=== accum_burst_source_flat ===
accum_burst_source_flat, sequential cells coloured by netlist name:
Bar = 20 um. Other sequential cells in the stronger grey, the rest of the logic in the fainter grey.
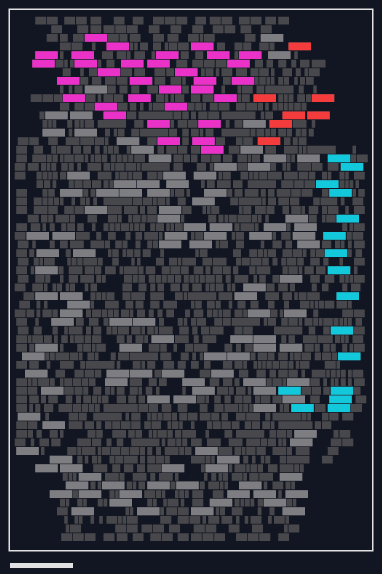

<file path="src/rtl/accum_burst_source_if.sv">
// Bundle between the burst source, its PS-side control registers and the accumulator.
// The master modport is the burst source; the slave modport is the control/accumulator side.
interface accum_burst_source_if #(
  parameter int unsigned DATA_W = 32,
  parameter int unsigned LEN_W  = 16
);
  logic              i_start;
  logic [DATA_W-1:0] i_base;
  logic [DATA_W-1:0] i_step;
  logic [LEN_W-1:0]  i_len;
  logic [DATA_W-1:0] i_result;
  logic              i_result_valid;
  logic              i_intr;
  logic [DATA_W-1:0] o_data;
  logic              o_data_valid;
  logic              o_busy;
  logic              o_done;
  logic [DATA_W-1:0] o_result;
  logic              o_match;
  logic              o_timeout;

  modport master (
    input  i_start, i_base, i_step, i_len, i_result, i_result_valid, i_intr,
    output o_data, o_data_valid, o_busy, o_done, o_result, o_match, o_timeout
  );

  modport slave (
    output i_start, i_base, i_step, i_len, i_result, i_result_valid, i_intr,
    input  o_data, o_data_valid, o_busy, o_done, o_result, o_match, o_timeout
  );
endinterface

</file>
<file path="src/rtl/accum_burst_source.sv">
// Burst source for the running-sum accumulator: emits an arithmetic sequence, tracks the
// expected sum, captures the accumulator's answer and reports done/match/timeout.
module accum_burst_source #(
  parameter int unsigned DATA_W   = 32,
  parameter int unsigned LEN_W    = 16,
  parameter int unsigned WAIT_MAX = 64
) (
  input logic                  i_clk,
  input logic                  i_rst,
  accum_burst_source_if.master bus
);

  localparam int unsigned WCNT_W = $clog2(WAIT_MAX + 1);

  typedef enum logic [1:0] {StIdle, StSend, StWait, StDone} state_e;

  state_e            state_q, state_d;
  logic [DATA_W-1:0] data_q, data_d;
  logic              valid_q, valid_d;
  logic [DATA_W-1:0] step_q, step_d;
  logic [LEN_W-1:0]  len_q, len_d;
  logic [LEN_W-1:0]  idx_q, idx_d;
  logic [DATA_W-1:0] exp_q, exp_d;
  logic [WCNT_W-1:0] wcnt_q, wcnt_d;
  logic              seen_q, seen_d;
  logic [DATA_W-1:0] result_q, result_d;
  logic              match_q, match_d;
  logic              timeout_q, timeout_d;

  // State register; synchronous active-low reset clears everything.
  always_ff @(posedge i_clk) begin
    if (!i_rst) begin
      state_q   <= StIdle;
      data_q    <= '0;
      valid_q   <= 1'b0;
      step_q    <= '0;
      len_q     <= '0;
      idx_q     <= '0;
      exp_q     <= '0;
      wcnt_q    <= '0;
      seen_q    <= 1'b0;
      result_q  <= '0;
      match_q   <= 1'b0;
      timeout_q <= 1'b0;
    end else begin
      state_q   <= state_d;
      data_q    <= data_d;
      valid_q   <= valid_d;
      step_q    <= step_d;
      len_q     <= len_d;
      idx_q     <= idx_d;
      exp_q     <= exp_d;
      wcnt_q    <= wcnt_d;
      seen_q    <= seen_d;
      result_q  <= result_d;
      match_q   <= match_d;
      timeout_q <= timeout_d;
    end
  end

  // Next-state logic: burst generation, expected-sum tracking and result capture.
  always_comb begin
    state_d   = state_q;
    data_d    = data_q;
    valid_d   = valid_q;
    step_d    = step_q;
    len_d     = len_q;
    idx_d     = idx_q;
    exp_d     = exp_q;
    wcnt_d    = wcnt_q;
    seen_d    = seen_q;
    result_d  = result_q;
    match_d   = match_q;
    timeout_d = timeout_q;
    unique case (state_q)
      StIdle: begin
        if (bus.i_start) begin
          step_d    = bus.i_step;
          len_d     = bus.i_len;
          idx_d     = '0;
          exp_d     = '0;
          wcnt_d    = '0;
          seen_d    = 1'b0;
          result_d  = '0;
          match_d   = 1'b0;
          timeout_d = 1'b0;
          if (bus.i_len != '0) begin
            // First word is registered here so it is on the bus the cycle after start.
            state_d = StSend;
            data_d  = bus.i_base;
            valid_d = 1'b1;
          end else begin
            // Empty burst: captured 0 trivially equals expected 0.
            state_d = StDone;
            match_d = 1'b1;
          end
        end
      end
      StSend: begin
        exp_d = exp_q + data_q;
        if (idx_q == len_q - LEN_W'(1)) begin
          state_d = StWait;
          valid_d = 1'b0;
          data_d  = '0;
        end else begin
          idx_d  = idx_q + LEN_W'(1);
          data_d = data_q + step_q;
        end
      end
      StWait: begin
        wcnt_d = wcnt_q + WCNT_W'(1);
        if (bus.i_result_valid) begin
          result_d = bus.i_result;
          seen_d   = 1'b1;
        end
        // intr is only meaningful once a result has been seen; the accumulator idles with it high.
        if (seen_q && bus.i_intr && !bus.i_result_valid) begin
          state_d = StDone;
          match_d = (result_q == exp_q);
        end else if (wcnt_d == WCNT_W'(WAIT_MAX)) begin
          state_d   = StDone;
          timeout_d = 1'b1;
          match_d   = 1'b0;
        end
      end
      StDone: begin
        state_d = StIdle;
      end
      default: begin
        state_d = StIdle;
      end
    endcase
  end

  assign bus.o_data       = data_q;
  assign bus.o_data_valid = valid_q;
  assign bus.o_busy       = (state_q == StSend) || (state_q == StWait);
  assign bus.o_done       = (state_q == StDone);
  assign bus.o_result     = result_q;
  assign bus.o_match      = match_q;
  assign bus.o_timeout    = timeout_q;

endmodule

</file>
<file path="src/flat_wrapper.sv">
// flat-port wrapper written by rule: the top's interface ports become plain ports
module accum_burst_source_flat 
#(
  parameter int unsigned DATA_W   = 32,
  parameter int unsigned LEN_W    = 16,
  parameter int unsigned WAIT_MAX = 64
)
  (i_clk, i_rst, bus_i_start, bus_i_base, bus_i_step, bus_i_len, bus_i_result, bus_i_result_valid, bus_i_intr, bus_o_data, bus_o_data_valid, bus_o_busy, bus_o_done, bus_o_result, bus_o_match, bus_o_timeout);
  accum_burst_source_if #(.DATA_W(DATA_W), .LEN_W(LEN_W)) bus_i ();
  input logic i_clk;
  input logic i_rst;
  input wire logic [$bits(bus_i.i_start)-1:0] bus_i_start;
  input wire logic [$bits(bus_i.i_base)-1:0] bus_i_base;
  input wire logic [$bits(bus_i.i_step)-1:0] bus_i_step;
  input wire logic [$bits(bus_i.i_len)-1:0] bus_i_len;
  input wire logic [$bits(bus_i.i_result)-1:0] bus_i_result;
  input wire logic [$bits(bus_i.i_result_valid)-1:0] bus_i_result_valid;
  input wire logic [$bits(bus_i.i_intr)-1:0] bus_i_intr;
  output wire logic [$bits(bus_i.o_data)-1:0] bus_o_data;
  output wire logic [$bits(bus_i.o_data_valid)-1:0] bus_o_data_valid;
  output wire logic [$bits(bus_i.o_busy)-1:0] bus_o_busy;
  output wire logic [$bits(bus_i.o_done)-1:0] bus_o_done;
  output wire logic [$bits(bus_i.o_result)-1:0] bus_o_result;
  output wire logic [$bits(bus_i.o_match)-1:0] bus_o_match;
  output wire logic [$bits(bus_i.o_timeout)-1:0] bus_o_timeout;
  assign bus_i.i_start = bus_i_start;
  assign bus_i.i_base = bus_i_base;
  assign bus_i.i_step = bus_i_step;
  assign bus_i.i_len = bus_i_len;
  assign bus_i.i_result = bus_i_result;
  assign bus_i.i_result_valid = bus_i_result_valid;
  assign bus_i.i_intr = bus_i_intr;
  assign bus_o_data = bus_i.o_data;
  assign bus_o_data_valid = bus_i.o_data_valid;
  assign bus_o_busy = bus_i.o_busy;
  assign bus_o_done = bus_i.o_done;
  assign bus_o_result = bus_i.o_result;
  assign bus_o_match = bus_i.o_match;
  assign bus_o_timeout = bus_i.o_timeout;
  accum_burst_source #(.DATA_W(DATA_W), .LEN_W(LEN_W), .WAIT_MAX(WAIT_MAX)) u_core (.i_clk(i_clk), .i_rst(i_rst), .bus(bus_i));
endmodule
</file>
<file path="config.mk">
export PLATFORM = sky130hd
export DESIGN_NAME = accum_burst_source_flat
export DESIGN_NICKNAME = d
export VERILOG_FILES = /design/src/rtl/accum_burst_source_if.sv /design/src/rtl/accum_burst_source.sv /design/src/flat_wrapper.sv
export SDC_FILE = /design/constraint.sdc
export NUM_CORES = 1
export LEC_CHECK = 0
export CORE_ASPECT_RATIO = 1.5
export CORE_UTILIZATION = 55
export DETAILED_ROUTE_END_ITERATION = 10
export GPL_ROUTABILITY_DRIVEN = 0
export PLACE_DENSITY_LB_ADDON = 0.3
export SLEW_MARGIN = 20
export SYNTH_ARGS = -nofsm -noshare
export SYNTH_HDL_FRONTEND = slang
export SYNTH_SLANG_ARGS = --single-unit
</file>
<file path="constraint.sdc">
create_clock -name i_clk -period 7.2 [get_ports i_clk]
set_input_delay 1.44 -clock i_clk [delete_from_list [all_inputs] [get_ports i_clk]]
set_output_delay 1.44 -clock i_clk [all_outputs]
set_load 0.02 [all_outputs]
</file>
=== vpd_access_controller_flat ===
**config.mk**
```make
export PLATFORM = sky130hd
export DESIGN_NAME = vpd_access_controller_flat
export DESIGN_NICKNAME = d
export VERILOG_FILES = /design/src/rtl/vpd_pkg.sv /design/src/rtl/vpd_access_controller_if.sv /design/src/rtl/vpd_access_controller.sv /design/src/flat_wrapper.sv
export SDC_FILE = /design/constraint.sdc
export NUM_CORES = 1
export LEC_CHECK = 0
export CELL_PAD_IN_SITES_DETAIL_PLACEMENT = 0
export CELL_PAD_IN_SITES_GLOBAL_PLACEMENT = 1
export CORE_MARGIN = 3
export CORE_UTILIZATION = 32
export CTS_CLUSTER_SIZE = 16
export DETAILED_ROUTE_END_ITERATION = 8
export PLACE_DENSITY_LB_ADDON = 0.2
export SLEW_MARGIN = 20
export SYNTH_ARGS = -nofsm -noshare
export SYNTH_HDL_FRONTEND = slang
export SYNTH_SLANG_ARGS = --single-unit
```
**constraint.sdc**
```tcl
create_clock -name clk -period 2.3 [get_ports clk]
set_input_delay 0.46 -clock clk [delete_from_list [all_inputs] [get_ports clk]]
set_output_delay 0.46 -clock clk [all_outputs]
set_load 0.05 [all_outputs]
```
**src/rtl/vpd_pkg.sv**
```systemverilog
// Shared types and constants for the VPD capability access controller.
package vpd_pkg;

    typedef enum logic [1:0] {
        StIdle,
        StIssue,
        StWaitAck,
        StDone
    } state_t;

    localparam int unsigned VPD_DWORD_BYTES = 4;
    localparam int unsigned VPD_F_BIT       = 15;

endpackage

```
**src/rtl/vpd_access_controller_if.sv**
```systemverilog
// Config-space and byte-storage signals of the VPD access controller.
interface vpd_access_controller_if #(
    parameter int unsigned ADDR_WIDTH = 15
);
    logic                  cfg_addr_we;
    logic [15:0]           cfg_addr_wdata;
    logic                  cfg_data_we;
    logic [31:0]           cfg_data_wdata;
    logic [15:0]           cfg_addr_rdata;
    logic [31:0]           cfg_data_rdata;
    logic                  mem_req;
    logic                  mem_we;
    logic [ADDR_WIDTH-1:0] mem_addr;
    logic [7:0]            mem_wdata;
    logic [7:0]            mem_rdata;
    logic                  mem_ack;
    logic                  busy;
    logic                  err_timeout;

    // Controller side.
    modport slave (
        input  cfg_addr_we, cfg_addr_wdata, cfg_data_we, cfg_data_wdata, mem_rdata, mem_ack,
        output cfg_addr_rdata, cfg_data_rdata, mem_req, mem_we, mem_addr, mem_wdata,
        output busy, err_timeout
    );

    // Host / storage side.
    modport master (
        output cfg_addr_we, cfg_addr_wdata, cfg_data_we, cfg_data_wdata, mem_rdata, mem_ack,
        input  cfg_addr_rdata, cfg_data_rdata, mem_req, mem_we, mem_addr, mem_wdata,
        input  busy, err_timeout
    );
endinterface

```
**src/rtl/vpd_access_controller.sv**
```systemverilog
// VPD capability register pair: turns an address write into a 4-byte storage transfer
// with per-byte handshake, little-endian byte packing and a per-byte ack timeout.
module vpd_access_controller
    import vpd_pkg::*;
#(
    parameter int unsigned TIMEOUT_CYCLES = 1024,
    parameter int unsigned ADDR_WIDTH     = 15
) (
    input  logic                  clk,
    input  logic                  rst_n,
    vpd_access_controller_if.slave bus
);

    localparam int unsigned CntW = $clog2(TIMEOUT_CYCLES + 1);

    state_t                state_q;
    logic                  f_q;
    logic [14:0]           addr_q;
    logic [31:0]           data_q;
    logic                  err_q;
    logic                  busy_q;
    logic                  req_q;
    logic                  we_q;
    logic [ADDR_WIDTH-1:0] maddr_q;
    logic [7:0]            wdata_q;
    logic [1:0]            idx_q;
    logic [CntW-1:0]       cnt_q;

    logic                  addr_ok;
    logic [4:0]            bit_ofs;

    assign addr_ok = bus.cfg_addr_we && (bus.cfg_addr_wdata[1:0] == 2'b00);
    assign bit_ofs = {idx_q, 3'b000};

    always_ff @(posedge clk) begin
        if (!rst_n) begin
            state_q <= StIdle;
            f_q     <= 1'b0;
            addr_q  <= '0;
            data_q  <= '0;
            err_q   <= 1'b0;
            busy_q  <= 1'b0;
            req_q   <= 1'b0;
            we_q    <= 1'b0;
            maddr_q <= '0;
            wdata_q <= '0;
            idx_q   <= '0;
            cnt_q   <= '0;
        end else begin
            unique case (state_q)
                StIdle: begin
                    // Data is taken before the address so a same-cycle write uses it.
                    if (bus.cfg_data_we) data_q <= bus.cfg_data_wdata;
                    if (addr_ok) begin
                        f_q     <= bus.cfg_addr_wdata[VPD_F_BIT];
                        addr_q  <= bus.cfg_addr_wdata[VPD_F_BIT-1:0];
                        err_q   <= 1'b0;
                        idx_q   <= '0;
                        busy_q  <= 1'b1;
                        state_q <= StIssue;
                    end
                end
                StIssue: begin
                    req_q   <= 1'b1;
                    we_q    <= f_q;
                    maddr_q <= ADDR_WIDTH'(addr_q) + ADDR_WIDTH'(idx_q);
                    wdata_q <= data_q[bit_ofs +: 8];
                    cnt_q   <= '0;
                    state_q <= StWaitAck;
                end
                StWaitAck: begin
                    if (bus.mem_ack) begin
                        req_q <= 1'b0;
                        if (!we_q) data_q[bit_ofs +: 8] <= bus.mem_rdata;
                        if (idx_q == 2'(VPD_DWORD_BYTES - 1)) begin
                            state_q <= StDone;
                        end else begin
                            idx_q   <= idx_q + 2'd1;
                            state_q <= StIssue;
                        end
                    end else if (cnt_q == CntW'(TIMEOUT_CYCLES - 1)) begin
                        // Abort without completing: F keeps its in-progress value.
                        req_q   <= 1'b0;
                        err_q   <= 1'b1;
                        busy_q  <= 1'b0;
                        state_q <= StIdle;
                    end else begin
                        cnt_q <= cnt_q + CntW'(1);
                    end
                end
                StDone: begin
                    f_q     <= ~f_q;
                    busy_q  <= 1'b0;
                    state_q <= StIdle;
                end
                default: state_q <= StIdle;
            endcase
        end
    end

    assign bus.cfg_addr_rdata = {f_q, addr_q};
    assign bus.cfg_data_rdata = data_q;
    assign bus.mem_req        = req_q;
    assign bus.mem_we         = we_q;
    assign bus.mem_addr       = maddr_q;
    assign bus.mem_wdata      = wdata_q;
    assign bus.busy           = busy_q;
    assign bus.err_timeout    = err_q;

endmodule

```
**src/flat_wrapper.sv**
```systemverilog
// flat-port wrapper written by rule: the top's interface ports become plain ports
module vpd_access_controller_flat import vpd_pkg::*;
#(
    parameter int unsigned TIMEOUT_CYCLES = 1024,
    parameter int unsigned ADDR_WIDTH     = 15
)
  (clk, rst_n, bus_cfg_addr_we, bus_cfg_addr_wdata, bus_cfg_data_we, bus_cfg_data_wdata, bus_mem_rdata, bus_mem_ack, bus_cfg_addr_rdata, bus_cfg_data_rdata, bus_mem_req, bus_mem_we, bus_mem_addr, bus_mem_wdata, bus_busy, bus_err_timeout);
  vpd_access_controller_if #(.ADDR_WIDTH(ADDR_WIDTH)) bus_i ();
  input  logic clk;
  input  logic rst_n;
  input wire logic [$bits(bus_i.cfg_addr_we)-1:0] bus_cfg_addr_we;
  input wire logic [$bits(bus_i.cfg_addr_wdata)-1:0] bus_cfg_addr_wdata;
  input wire logic [$bits(bus_i.cfg_data_we)-1:0] bus_cfg_data_we;
  input wire logic [$bits(bus_i.cfg_data_wdata)-1:0] bus_cfg_data_wdata;
  input wire logic [$bits(bus_i.mem_rdata)-1:0] bus_mem_rdata;
  input wire logic [$bits(bus_i.mem_ack)-1:0] bus_mem_ack;
  output wire logic [$bits(bus_i.cfg_addr_rdata)-1:0] bus_cfg_addr_rdata;
  output wire logic [$bits(bus_i.cfg_data_rdata)-1:0] bus_cfg_data_rdata;
  output wire logic [$bits(bus_i.mem_req)-1:0] bus_mem_req;
  output wire logic [$bits(bus_i.mem_we)-1:0] bus_mem_we;
  output wire logic [$bits(bus_i.mem_addr)-1:0] bus_mem_addr;
  output wire logic [$bits(bus_i.mem_wdata)-1:0] bus_mem_wdata;
  output wire logic [$bits(bus_i.busy)-1:0] bus_busy;
  output wire logic [$bits(bus_i.err_timeout)-1:0] bus_err_timeout;
  assign bus_i.cfg_addr_we = bus_cfg_addr_we;
  assign bus_i.cfg_addr_wdata = bus_cfg_addr_wdata;
  assign bus_i.cfg_data_we = bus_cfg_data_we;
  assign bus_i.cfg_data_wdata = bus_cfg_data_wdata;
  assign bus_i.mem_rdata = bus_mem_rdata;
  assign bus_i.mem_ack = bus_mem_ack;
  assign bus_cfg_addr_rdata = bus_i.cfg_addr_rdata;
  assign bus_cfg_data_rdata = bus_i.cfg_data_rdata;
  assign bus_mem_req = bus_i.mem_req;
  assign bus_mem_we = bus_i.mem_we;
  assign bus_mem_addr = bus_i.mem_addr;
  assign bus_mem_wdata = bus_i.mem_wdata;
  assign bus_busy = bus_i.busy;
  assign bus_err_timeout = bus_i.err_timeout;
  vpd_access_controller #(.TIMEOUT_CYCLES(TIMEOUT_CYCLES), .ADDR_WIDTH(ADDR_WIDTH)) u_core (.clk(clk), .rst_n(rst_n), .bus(bus_i));
endmodule
```
=== instruction_fetch_unit ===
==> src/rtl/instruction_fetch_unit.sv <==
// -----------------------------------------------------------------------------
// instruction_fetch_unit
//
// Fetch stage of the 4-stage pipeline. Holds the PC, reads a locally programmed
// instruction store (2**ADDR_W x INSTR_W), and issues words to decode over a
// valid/ready handshake. Opcode 2'b11 (jump) is resolved here: when a jump word
// is transferred the PC is redirected to its target and one bubble is inserted.
//
// Ports:
//   clk          clock, all state on rising edge
//   rst_n        asynchronous active-low reset (control state only, not store)
//   prog_we      store write enable, honoured only while idle
//   prog_addr    store write address
//   prog_data    store write data
//   start        begin fetching from address 0 (sampled while idle)
//   stop         abort fetching and return to idle
//   instr_out    issued instruction word
//   instr_valid  instr_out / pc_out valid
//   instr_ready  decode stage accepts; transfer = valid & ready
//   pc_out       address of instr_out
//   jump_taken   one-cycle pulse the cycle after a jump transfer
//   busy         high while fetching (RUN or FLUSH)
//   jump_count   (only with IFU_JUMP_COUNT_EN) saturating count of jump
//                transfers since the last start
//
// Build option: define IFU_JUMP_COUNT_EN to add the jump_count output.
// -----------------------------------------------------------------------------
module instruction_fetch_unit #(
  parameter int ADDR_W  = 6,
  parameter int INSTR_W = 8
) (
  input  logic               clk,
  input  logic               rst_n,
  input  logic               prog_we,
  input  logic [ADDR_W-1:0]  prog_addr,
  input  logic [INSTR_W-1:0] prog_data,
  input  logic               start,
  input  logic               stop,
  output logic [INSTR_W-1:0] instr_out,
  output logic               instr_valid,
  input  logic               instr_ready,
  output logic [ADDR_W-1:0]  pc_out,
  output logic               jump_taken,
  output logic               busy
`ifdef IFU_JUMP_COUNT_EN
  ,
  output logic [15:0]        jump_count
`endif
);

  typedef enum logic [1:0] {
    S_IDLE  = 2'd0,
    S_RUN   = 2'd1,
    S_FLUSH = 2'd2
  } state_t;

  localparam logic [ADDR_W-1:0] PC_ONE = {{(ADDR_W-1){1'b0}}, 1'b1};

  state_t               state_q, state_d;
  logic [ADDR_W-1:0]    pc_q, pc_d;
  logic [ADDR_W-1:0]    pc_out_q, pc_out_d;
  logic                 valid_q, valid_d;
  logic                 jump_q, jump_d;
  logic [INSTR_W-1:0]   instr_q;
  logic                 fetch;
  logic                 xfer;
  logic                 jump_xfer;
  logic                 mem_we;

  // Instruction store: no reset, so contents survive rst_n.
  logic [INSTR_W-1:0]   mem [2**ADDR_W];

  assign xfer      = valid_q && instr_ready;
  assign jump_xfer = xfer && (instr_q[INSTR_W-1 -: 2] == 2'b11);
  assign mem_we    = prog_we && (state_q == S_IDLE);

  always_ff @(posedge clk) begin
    if (mem_we) begin
      mem[prog_addr] <= prog_data;
    end
  end

  // The output word register doubles as the store's registered read port.
  // It only loads when the pipeline can advance, so under backpressure the
  // PC and the presented word both hold and nothing needs a skid buffer.
  always_ff @(posedge clk or negedge rst_n) begin
    if (!rst_n) begin
      instr_q <= '0;
    end else if (fetch) begin
      instr_q <= mem[pc_q];
    end
  end

  always_comb begin
    state_d  = state_q;
    pc_d     = pc_q;
    pc_out_d = pc_out_q;
    valid_d  = valid_q;
    jump_d   = jump_xfer;
    fetch    = 1'b0;
    case (state_q)
      S_IDLE: begin
        valid_d = 1'b0;
        if (start && !stop) begin
          state_d = S_RUN;
          pc_d    = '0;
        end
      end
      S_RUN, S_FLUSH: begin
        if (stop) begin
          state_d = S_IDLE;
          valid_d = 1'b0;
        end else if (jump_xfer) begin
          // The word that would have been fetched this cycle is sequential
          // and must never be issued: skip the read and redirect instead.
          state_d = S_FLUSH;
          pc_d    = instr_q[ADDR_W-1:0];
          valid_d = 1'b0;
        end else if (!valid_q || instr_ready) begin
          fetch    = 1'b1;
          state_d  = S_RUN;
          valid_d  = 1'b1;
          pc_out_d = pc_q;
          pc_d     = pc_q + PC_ONE;
        end
      end
      default: begin
        state_d = S_IDLE;
        valid_d = 1'b0;
      end
    endcase
  end

  always_ff @(posedge clk or negedge rst_n) begin
    if (!rst_n) begin
      state_q  <= S_IDLE;
      pc_q     <= '0;
      pc_out_q <= '0;
      valid_q  <= 1'b0;
      jump_q   <= 1'b0;
    end else begin
      state_q  <= state_d;
      pc_q     <= pc_d;
      pc_out_q <= pc_out_d;
      valid_q  <= valid_d;
      jump_q   <= jump_d;
    end
  end

  assign instr_out   = instr_q;
  assign instr_valid = valid_q;
  assign pc_out      = pc_out_q;
  assign jump_taken  = jump_q;
  assign busy        = (state_q != S_IDLE);

`ifdef IFU_JUMP_COUNT_EN
  logic [15:0] jump_count_q, jump_count_d;

  always_comb begin
    jump_count_d = jump_count_q;
    if (state_q == S_IDLE && start && !stop) begin
      jump_count_d = '0;
    end else if (jump_xfer && jump_count_q != 16'hFFFF) begin
      jump_count_d = jump_count_q + 16'd1;
    end
  end

  always_ff @(posedge clk or negedge rst_n) begin
    if (!rst_n) begin
      jump_count_q <= '0;
    end else begin
      jump_count_q <= jump_count_d;
    end
  end

  assign jump_count = jump_count_q;
`endif

endmodule
==> config.mk <==
export PLATFORM = sky130hd
export DESIGN_NAME = instruction_fetch_unit
export DESIGN_NICKNAME = d
export VERILOG_FILES = /design/src/rtl/instruction_fetch_unit.sv
export SDC_FILE = /design/constraint.sdc
export NUM_CORES = 1
export LEC_CHECK = 0
export CORE_MARGIN = 4
export CORE_UTILIZATION = 35
export DETAILED_ROUTE_END_ITERATION = 8
export PLACE_DENSITY = 0.56
export SLEW_MARGIN = 20
export SYNTH_ARGS = -nofsm -noshare
export SYNTH_HDL_FRONTEND = slang
export SYNTH_SLANG_ARGS = --single-unit
==> constraint.sdc <==
create_clock -name clk -period 6.5 [get_ports clk]
set_clock_uncertainty 0.05 [all_clocks]
set_input_delay 1.3 -clock clk [delete_from_list [all_inputs] [get_ports clk]]
set_output_delay 1.3 -clock clk [all_outputs]
set_load 0.03 [all_outputs]
=== matrix_digit_scanner ===
## config.mk

```make
export PLATFORM = sky130hd
export DESIGN_NAME = matrix_digit_scanner
export DESIGN_NICKNAME = d
export VERILOG_FILES = /design/src/rtl/matrix_digit_scanner.sv
export SDC_FILE = /design/constraint.sdc
export NUM_CORES = 1
export LEC_CHECK = 0
export ABC_AREA = 1
export CAP_MARGIN = 10
export CORE_MARGIN = 2
export CORE_UTILIZATION = 54
export CTS_BUF_LIST = sky130_fd_sc_hd__clkbuf_8
export CTS_CLUSTER_SIZE = 30
export DETAILED_ROUTE_END_ITERATION = 10
export PLACE_DENSITY = 0.92
export SLEW_MARGIN = 20
export SYNTH_ARGS = -nofsm -noshare
export SYNTH_HDL_FRONTEND = slang
export SYNTH_SLANG_ARGS = --single-unit
```

## constraint.sdc

```tcl
create_clock -name clk -period 2.7 [get_ports clk]
set_clock_uncertainty 0.05 [all_clocks]
set_input_delay 0.54 -clock clk [delete_from_list [all_inputs] [get_ports clk]]
set_output_delay 0.54 -clock clk [all_outputs]
set_load 0.05 [all_outputs]
```

## src/rtl/matrix_digit_scanner.sv

```systemverilog
// matrix_digit_scanner: scans N_DIGITS seven-segment codes onto an 8-row LED matrix
// with 4 columns per digit. Column slots are split into 16 PWM subslots. Subslot 0
// is always blank, to stop one column's rows bleeding into the next. Digit codes
// and brightness are latched once per frame so a frame is never torn.
module matrix_digit_scanner #(
    parameter int N_DIGITS   = 2,
    parameter int SUB_CYCLES = 32
) (
    input  logic                  clk,
    input  logic                  rst_n,
    input  logic                  enable,
    input  logic [8*N_DIGITS-1:0] sevenseg_in,
    input  logic [3:0]            brightness,
    output logic [7:0]            row_n,
    output logic [4*N_DIGITS-1:0] col_n,
    output logic                  frame_start
);

    localparam int NCOLS = 4 * N_DIGITS;
    localparam int SC_W  = (SUB_CYCLES > 1) ? $clog2(SUB_CYCLES) : 1;
    localparam int COL_W = $clog2(NCOLS);
    localparam logic [SC_W-1:0]  SC_LAST  = SC_W'(SUB_CYCLES - 1);
    localparam logic [COL_W-1:0] COL_LAST = COL_W'(NCOLS - 1);

    logic [SC_W-1:0]         sub_cnt_q, sub_cnt_d;
    logic [3:0]              sub_idx_q, sub_idx_d;
    logic [COL_W-1:0]        col_idx_q, col_idx_d;
    logic [8*N_DIGITS-1:0]   seg_sh_q;
    logic [3:0]              bri_sh_q;
    logic [7:0]              row_n_q, row_n_d;
    logic [NCOLS-1:0]        col_n_q, col_n_d;
    logic                    frame_start_q;

    logic                    frame_load;
    logic                    lit;
    logic [NCOLS-1:0][7:0]   glyph;

    // Per-digit glyph: active-high row pattern for each of the digit's 4 columns.
    // Segment order in the code is {dp,g,f,e,d,c,b,a}; codes are active-low.
    for (genvar d = 0; d < N_DIGITS; d++) begin : g_digit
        logic [7:0] on;
        assign on = ~seg_sh_q[8*d +: 8];
        // left edge: f upper, e lower
        assign glyph[4*d+0] = {1'b0, 1'b0, on[4], on[4], 1'b0, on[5], on[5], 1'b0};
        // middle columns: a top, g centre, d bottom
        assign glyph[4*d+1] = {1'b0, on[3], 1'b0, 1'b0, on[6], 1'b0, 1'b0, on[0]};
        assign glyph[4*d+2] = {1'b0, on[3], 1'b0, 1'b0, on[6], 1'b0, 1'b0, on[0]};
        // right edge: b upper, c lower, dp in the bottom row
        assign glyph[4*d+3] = {on[7], 1'b0, on[2], on[2], 1'b0, on[1], on[1], 1'b0};
    end

    assign frame_load = enable && (sub_cnt_q == '0) && (sub_idx_q == '0) && (col_idx_q == '0);
    assign lit        = enable && (sub_idx_q != 4'd0) && (sub_idx_q <= bri_sh_q);

    // Next-state of the scan counters and the registered pin values.
    always_comb begin
        sub_cnt_d = '0;
        sub_idx_d = '0;
        col_idx_d = '0;
        if (enable) begin
            sub_cnt_d = (sub_cnt_q == SC_LAST) ? '0 : sub_cnt_q + 1'b1;
            sub_idx_d = sub_idx_q;
            col_idx_d = col_idx_q;
            if (sub_cnt_q == SC_LAST) begin
                sub_idx_d = sub_idx_q + 4'd1;
                if (sub_idx_q == 4'd15) begin
                    col_idx_d = (col_idx_q == COL_LAST) ? '0 : col_idx_q + 1'b1;
                end
            end
        end
        col_n_d = enable ? ~(NCOLS'(1) << col_idx_q) : '1;
        row_n_d = lit ? ~glyph[col_idx_q] : 8'hFF;
    end

    // Scan counters; held at zero while disabled so re-enable restarts the frame.
    always_ff @(posedge clk or negedge rst_n) begin
        if (!rst_n) begin
            sub_cnt_q <= '0;
            sub_idx_q <= '0;
            col_idx_q <= '0;
        end else begin
            sub_cnt_q <= sub_cnt_d;
            sub_idx_q <= sub_idx_d;
            col_idx_q <= col_idx_d;
        end
    end

    // Frame shadow registers: only refreshed on the frame-load cycle.
    always_ff @(posedge clk or negedge rst_n) begin
        if (!rst_n) begin
            seg_sh_q <= '1;
            bri_sh_q <= '0;
        end else if (frame_load) begin
            seg_sh_q <= sevenseg_in;
            bri_sh_q <= brightness;
        end
    end

    // Output registers, one cycle behind the counter state.
    always_ff @(posedge clk or negedge rst_n) begin
        if (!rst_n) begin
            row_n_q       <= 8'hFF;
            col_n_q       <= '1;
            frame_start_q <= 1'b0;
        end else begin
            row_n_q       <= row_n_d;
            col_n_q       <= col_n_d;
            frame_start_q <= frame_load;
        end
    end

    assign row_n       = row_n_q;
    assign col_n       = col_n_q;
    assign frame_start = frame_start_q;

endmodule

```


==> gallery <==
Sequential cells coloured by netlist name.
image #1
Bar = 50 um. Other sequential cells in the stronger grey, the rest of the logic in the fainter grey.
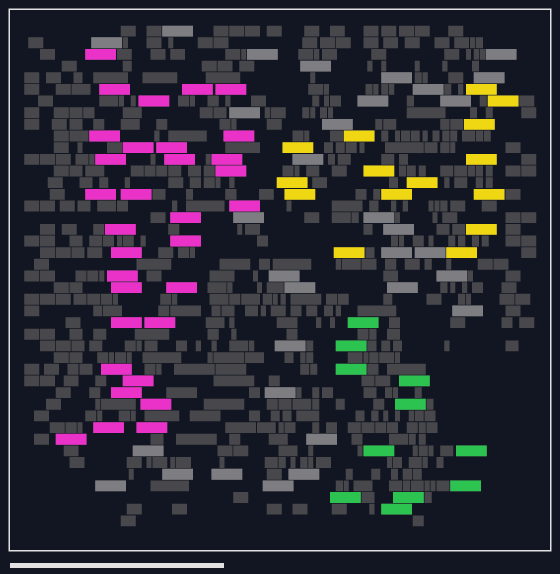
image #2
Bar = 20 um. Other sequential cells in the stronger grey, the rest of the logic in the fainter grey.
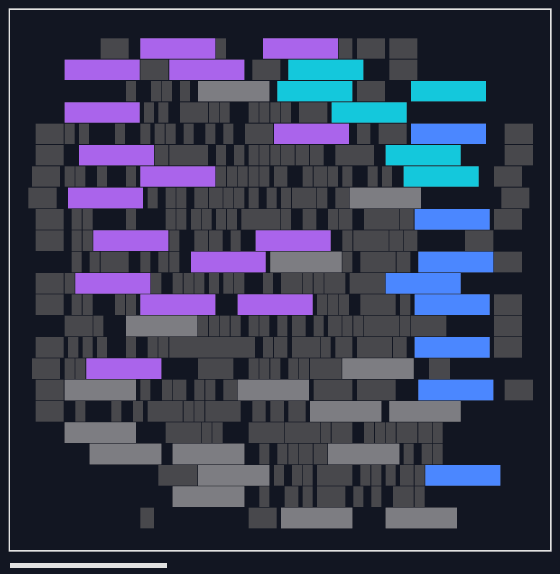
image #3
Bar = 100 um. Other sequential cells in the stronger grey, the rest of the logic in the fainter grey.
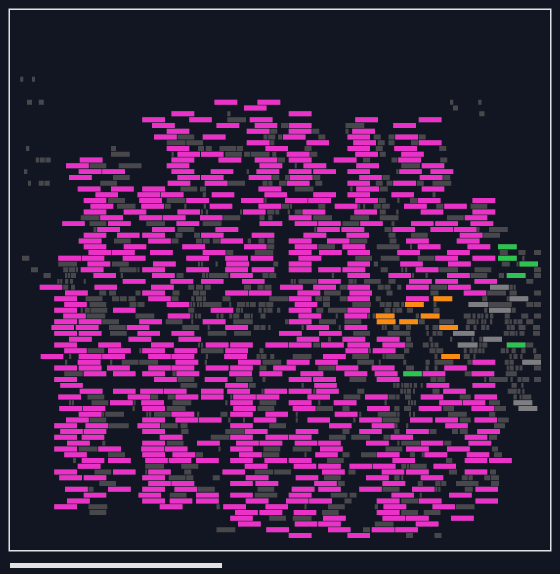
instruction_fetch_unit: image #3
vpd_access_controller_flat: image #1
matrix_digit_scanner: image #2

Key to image #3:
magenta -> `mem`  # placed flops 512
green -> `pc_out`  # placed flops 6, where east
orange -> `instr_out`  # placed flops 8, where east

accum_burst_source_flat, wiring by layer:
Two of the layers only.
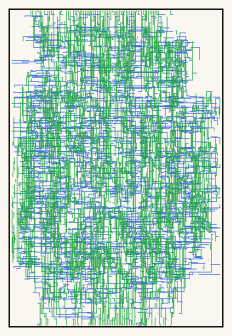
blue -> metal 1  # wire length 11300 um
green -> metal 2  # wire length 16200 um

About 'sequential cells coloured by netlist name' of accum_burst_source_flat:
red -> `u_core.wcnt_q`  # placed flops 7, where north-east
magenta -> `u_core.bus.o_result`  # placed flops 32
cyan -> `u_core.len_q`  # placed flops 16, where east

==> out/metrics.yaml, accum_burst_source_flat <==
final_timing:
  fin_worst_skew_ns: 0.00843
  slew_headroom_pct: 25.1
  worstMarginPinSlew_ns: 1.12
status:
  outcome: "complete, no violations"
layout:
  postLayoutCellArea_um2: 13100
  regArea_um2: 3460
clock_network:
  postCtsSetupRepairBufs: 0
  clk_pin_slew_worst_paths_ns: 0.07
grt:
  grt_pass1_vias: 10162
  use_met1_pct: 33.5
synth:
  top_cell_area_share_pct: 33.2
  syn_inst: 1292
detailed_routing:
  routed-wl-met3_um: 1750
  via_per_inst: 6.14
pwr:
  p_comb_share_pct: 46.0
  comb_power_mw: 2.02
floorplan:
  coreArea_um2: 18500
[accum_burst_source_flat: worst min-delay path: stages, from the launching register on]
cell     delay (ns)
dfxtp_1        0.31
nand2_1        0.05
a21oi_1        0.05
[accum_burst_source_flat: kinds of logic after synthesis]
logic type / synth area share, %
and+or+nand+nor: 19.8
AOI/OAI and AO/OA: 24.4
DFF: 33.2
xor gates and xnor gates: 9.49
buffers and inverters: 3.22
adders and majority gates: 8.78
muxes: 1.02
instruction_fetch_unit, layout detail:
Region (44, 171) to (84, 211) um. Cells in grey, sequential cells in the stronger grey; small squares are vias.
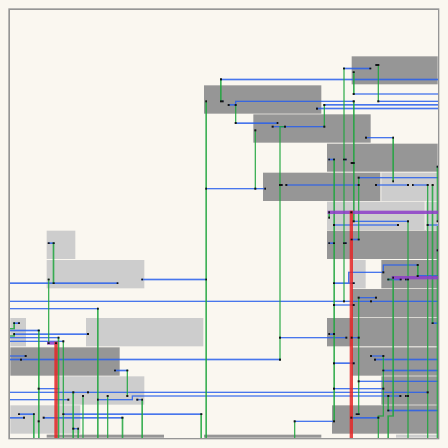
red -> metal 4
green -> metal 2
purple -> metal 3
blue -> metal 1
sequential cells in the window = 11
most frequent = edfxtp_1 (11), mux4_2 (3), clkbuf_16 (2)
cells with their middle in the window = 19
netlist names of flops here include = `mem` (11)

instruction_fetch_unit, wires at chosen ports, followed through buffers:
Bar = 100 um.
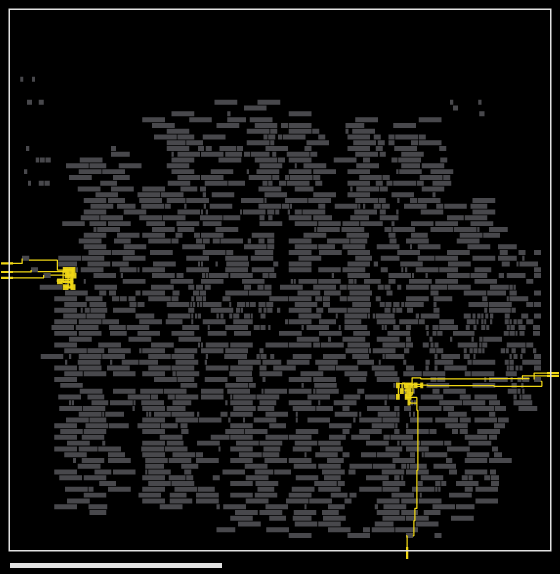
yellow -> `prog_addr`  # bits 6, direction input, end cells 20, buffers 6, wire 428 um
number of I/O port buffers: 36
# IOs: 37

==> out/metrics.yaml, instruction_fetch_unit <==
status:
  outcome: "complete, no violations"
layout:
  non_clock_buffer_count: 55
  regArea_um2: 16000
  comb_area_share_pct: 20.1
synth:
  topCombFamilyByArea: "multiplexers"
  ys_warn_count: 0
  synth_cell_types: 55
  adder_share_pct: 0.177
  syn_area_per_cell_um2: 19.5
floorplan:
  tap_cells: 782
  fp_util_pct: 35.2
clock_network:
  cts-htree-levels: 2
  holdBufCountCts: 0
pwr:
  switching_share_pct: 27.0
  ir_drop_v: 0.000217
  switchingPower_mw: 2.37
  p_comb_share_pct: 18.4
final_timing:
  fmax_mhz: 281
  min_period_ns: 3.56
  slew_headroom_pct: 41.9
detailed_routing:
  dr_wl_met2_um: 22400
  drcViolationCount: 0
  routed_wl_um: 50300
setup_path:
  cp_slowest_cell: "clkdlybuf4s50_1"
grt:
  grt_max_degree: 74
  grt_pass1_vias: 10812
  grt_usage_pct: 15.6
==> instruction_fetch_unit: power groups by stage <==
stage	Sequential [mW]	Combinational (mW)	Clock, mW
2_1_floorplan	4.02	1.20	0
6_report	4.01	1.62	3.16
5_1_grt	4.03	1.72	3.38
3_3_place_gp	4.08	1.62	0
4_1_cts	4.01	1.63	3.23
3_5_place_dp	4.09	1.63	0
==> instruction_fetch_unit: sequential cells by signal, summed over array words and instances, names as in the netlist <==
| register | flops |
|---|---|
| instr_valid | 1 |
| jump_taken | 1 |
| pc_out | 6 |
| mem | 512 |
| state_q | 2 |
| instr_out | 8 |
| pc_q | 6 |
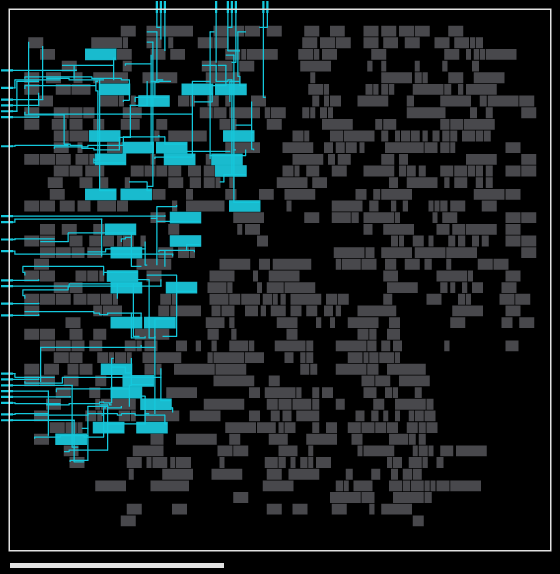
vpd_access_controller_flat: wires at chosen ports, followed through buffers
Bar = 50 um.
cyan -> `bus_cfg_data_rdata`  # bits 32, direction output, end cells 32, buffers 32, wire 1660 um
# IOs: 136
number of I/O port buffers: 135

==> out/metrics.yaml, vpd_access_controller_flat <==
synth:
  compound_area_share_pct: 24.6
  largest_area_cell: "dfxtp_1"
pwr:
  switchingPower_mw: 3.51
  switching_share_pct: 45.2
  power-top-group: "combinational cells"
  ir_drop_v: 0.000580
  p_comb_share_pct: 52.8
floorplan:
  die_x_um: 126
  chip_area_um2: 15900
  coreArea_um2: 14000
setup_path:
  crit_buf_inv: 1
  reg2reg_from: "u_core.idx_q[1]"
  cp_num_cells: 1
  crit_start: "u_core.addr_q[9]"
  arrival_ns: 1.66
final_timing:
  setup_viol: 0
  period_used_pct: 92.0
  fmax_mhz: 472
place:
  placed_cells: 801
grt:
  use_met1_pct: 23.9
  grt_max_degree: 39
  grt_util_met3_pct: 4.45
  top_usage_layer: "met2"
  grt_usage_pct: 17.7
  grt-ovfl-total: 0
detailed_routing:
  routed_wl_um: 14000
  routed-wl-met3_um: 999
  ant_nets: 0
layout:
  largest_register_ff_count: 32
status:
  outcome: "complete, no violations"
[vpd_access_controller_flat: layout make-up]
class / count / area, um^2
Fill cell: 1350 / 7430
Multi-Input combinational cell: 354 / 2560
Sequential cell: 90 / 1800
Timing Repair Buffer: 163 / 1650
Clock buffer: 10 / 229
Tap cell: 180 / 225
Inverter: 14 / 52.6
Clock inverter: 6 / 42.5
matrix_digit_scanner, layout detail:
Region (0, 29) to (40, 69) um. Cells in grey, sequential cells in the stronger grey; small squares are vias.
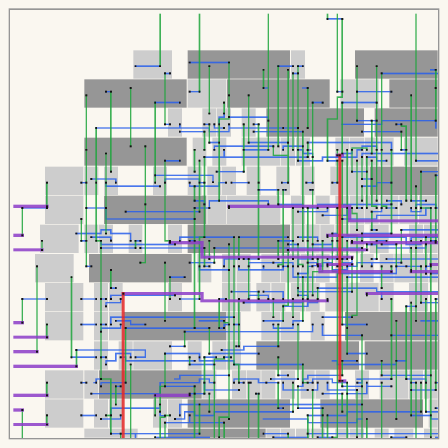
red -> metal 4
green -> metal 2
purple -> metal 3
blue -> metal 1
sequential cells in the window = 18
most frequent = nand2_1 (63), dfstp_2 (16), clkdlybuf4s50_1 (15)
cells with their middle in the window = 129
netlist names of flops here include = `seg_sh_q` (15)

matrix_digit_scanner, wiring by layer:
Two of the layers only.
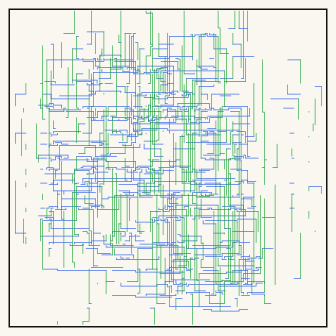
green -> metal 2  # wire length 2170 um
blue -> metal 1  # wire length 1750 um

==> out/metrics.yaml, matrix_digit_scanner <==
pwr:
  p_seq_share_pct: 52.2
  seq-power_mw: 0.869
grt:
  grt_max_degree: 38
  grt_usage_pct: 21.1
clock_network:
  holdBufCountCts: 0
detailed_routing:
  first_iter_violations: 99
status:
  outcome: "complete, no violations"
layout:
  drive_gt1_share_pct: 15.8
  logic_area_um2: 862
synth:
  synth_cell_types: 21
  syn_area_um2: 2270
floorplan:
  fp.dieH_um: 68.8
place:
  placed_cells: 345
  place_area_um2: 2660
min_path:
  hold_path_class: "in -> async"
setup_path:
  cp-end-kind: "output pin"
## matrix_digit_scanner: worst register-to-register path, cell delays in order (launching register included)
cell     delay, ns
dfrtp_1       0.50
inv_1         0.17
ha_1          0.21
nand2_2       0.07
nor2_4        0.11
nand3_2       0.10
inv_2         0.27
nand2_1       0.12
nand2_1       0.09
## matrix_digit_scanner: cell type report
| class | count | area share (%) |
|---|---|---|
| timing repair buffer | 42 | 14.7 |
| tap | 50 | 2.25 |
| multi-input combinational | 175 | 31.0 |
| clock inverter | 2 | 1.26 |
| clock buffer | 6 | 2.97 |
| sequential | 47 | 43.7 |
| inverter | 31 | 4.19 |


==> gallery <==
Clock nets.
Plate I
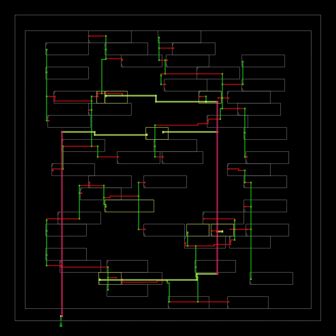
Plate II
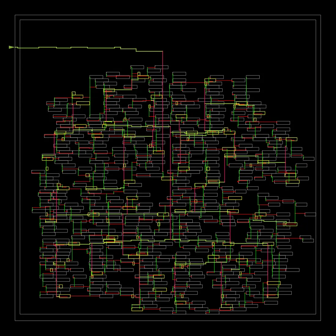
Plate III
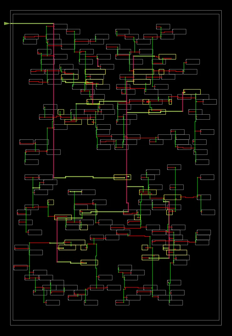
Plate IV
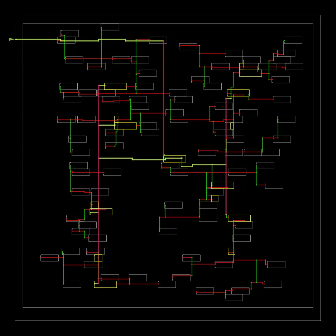
The one with the most sequential cells is Plate II.
instruction_fetch_unit: Plate II
vpd_access_controller_flat: Plate IV
accum_burst_source_flat: Plate III
matrix_digit_scanner: Plate I

No activity file was given, so power comes from the tool's default toggle rates.
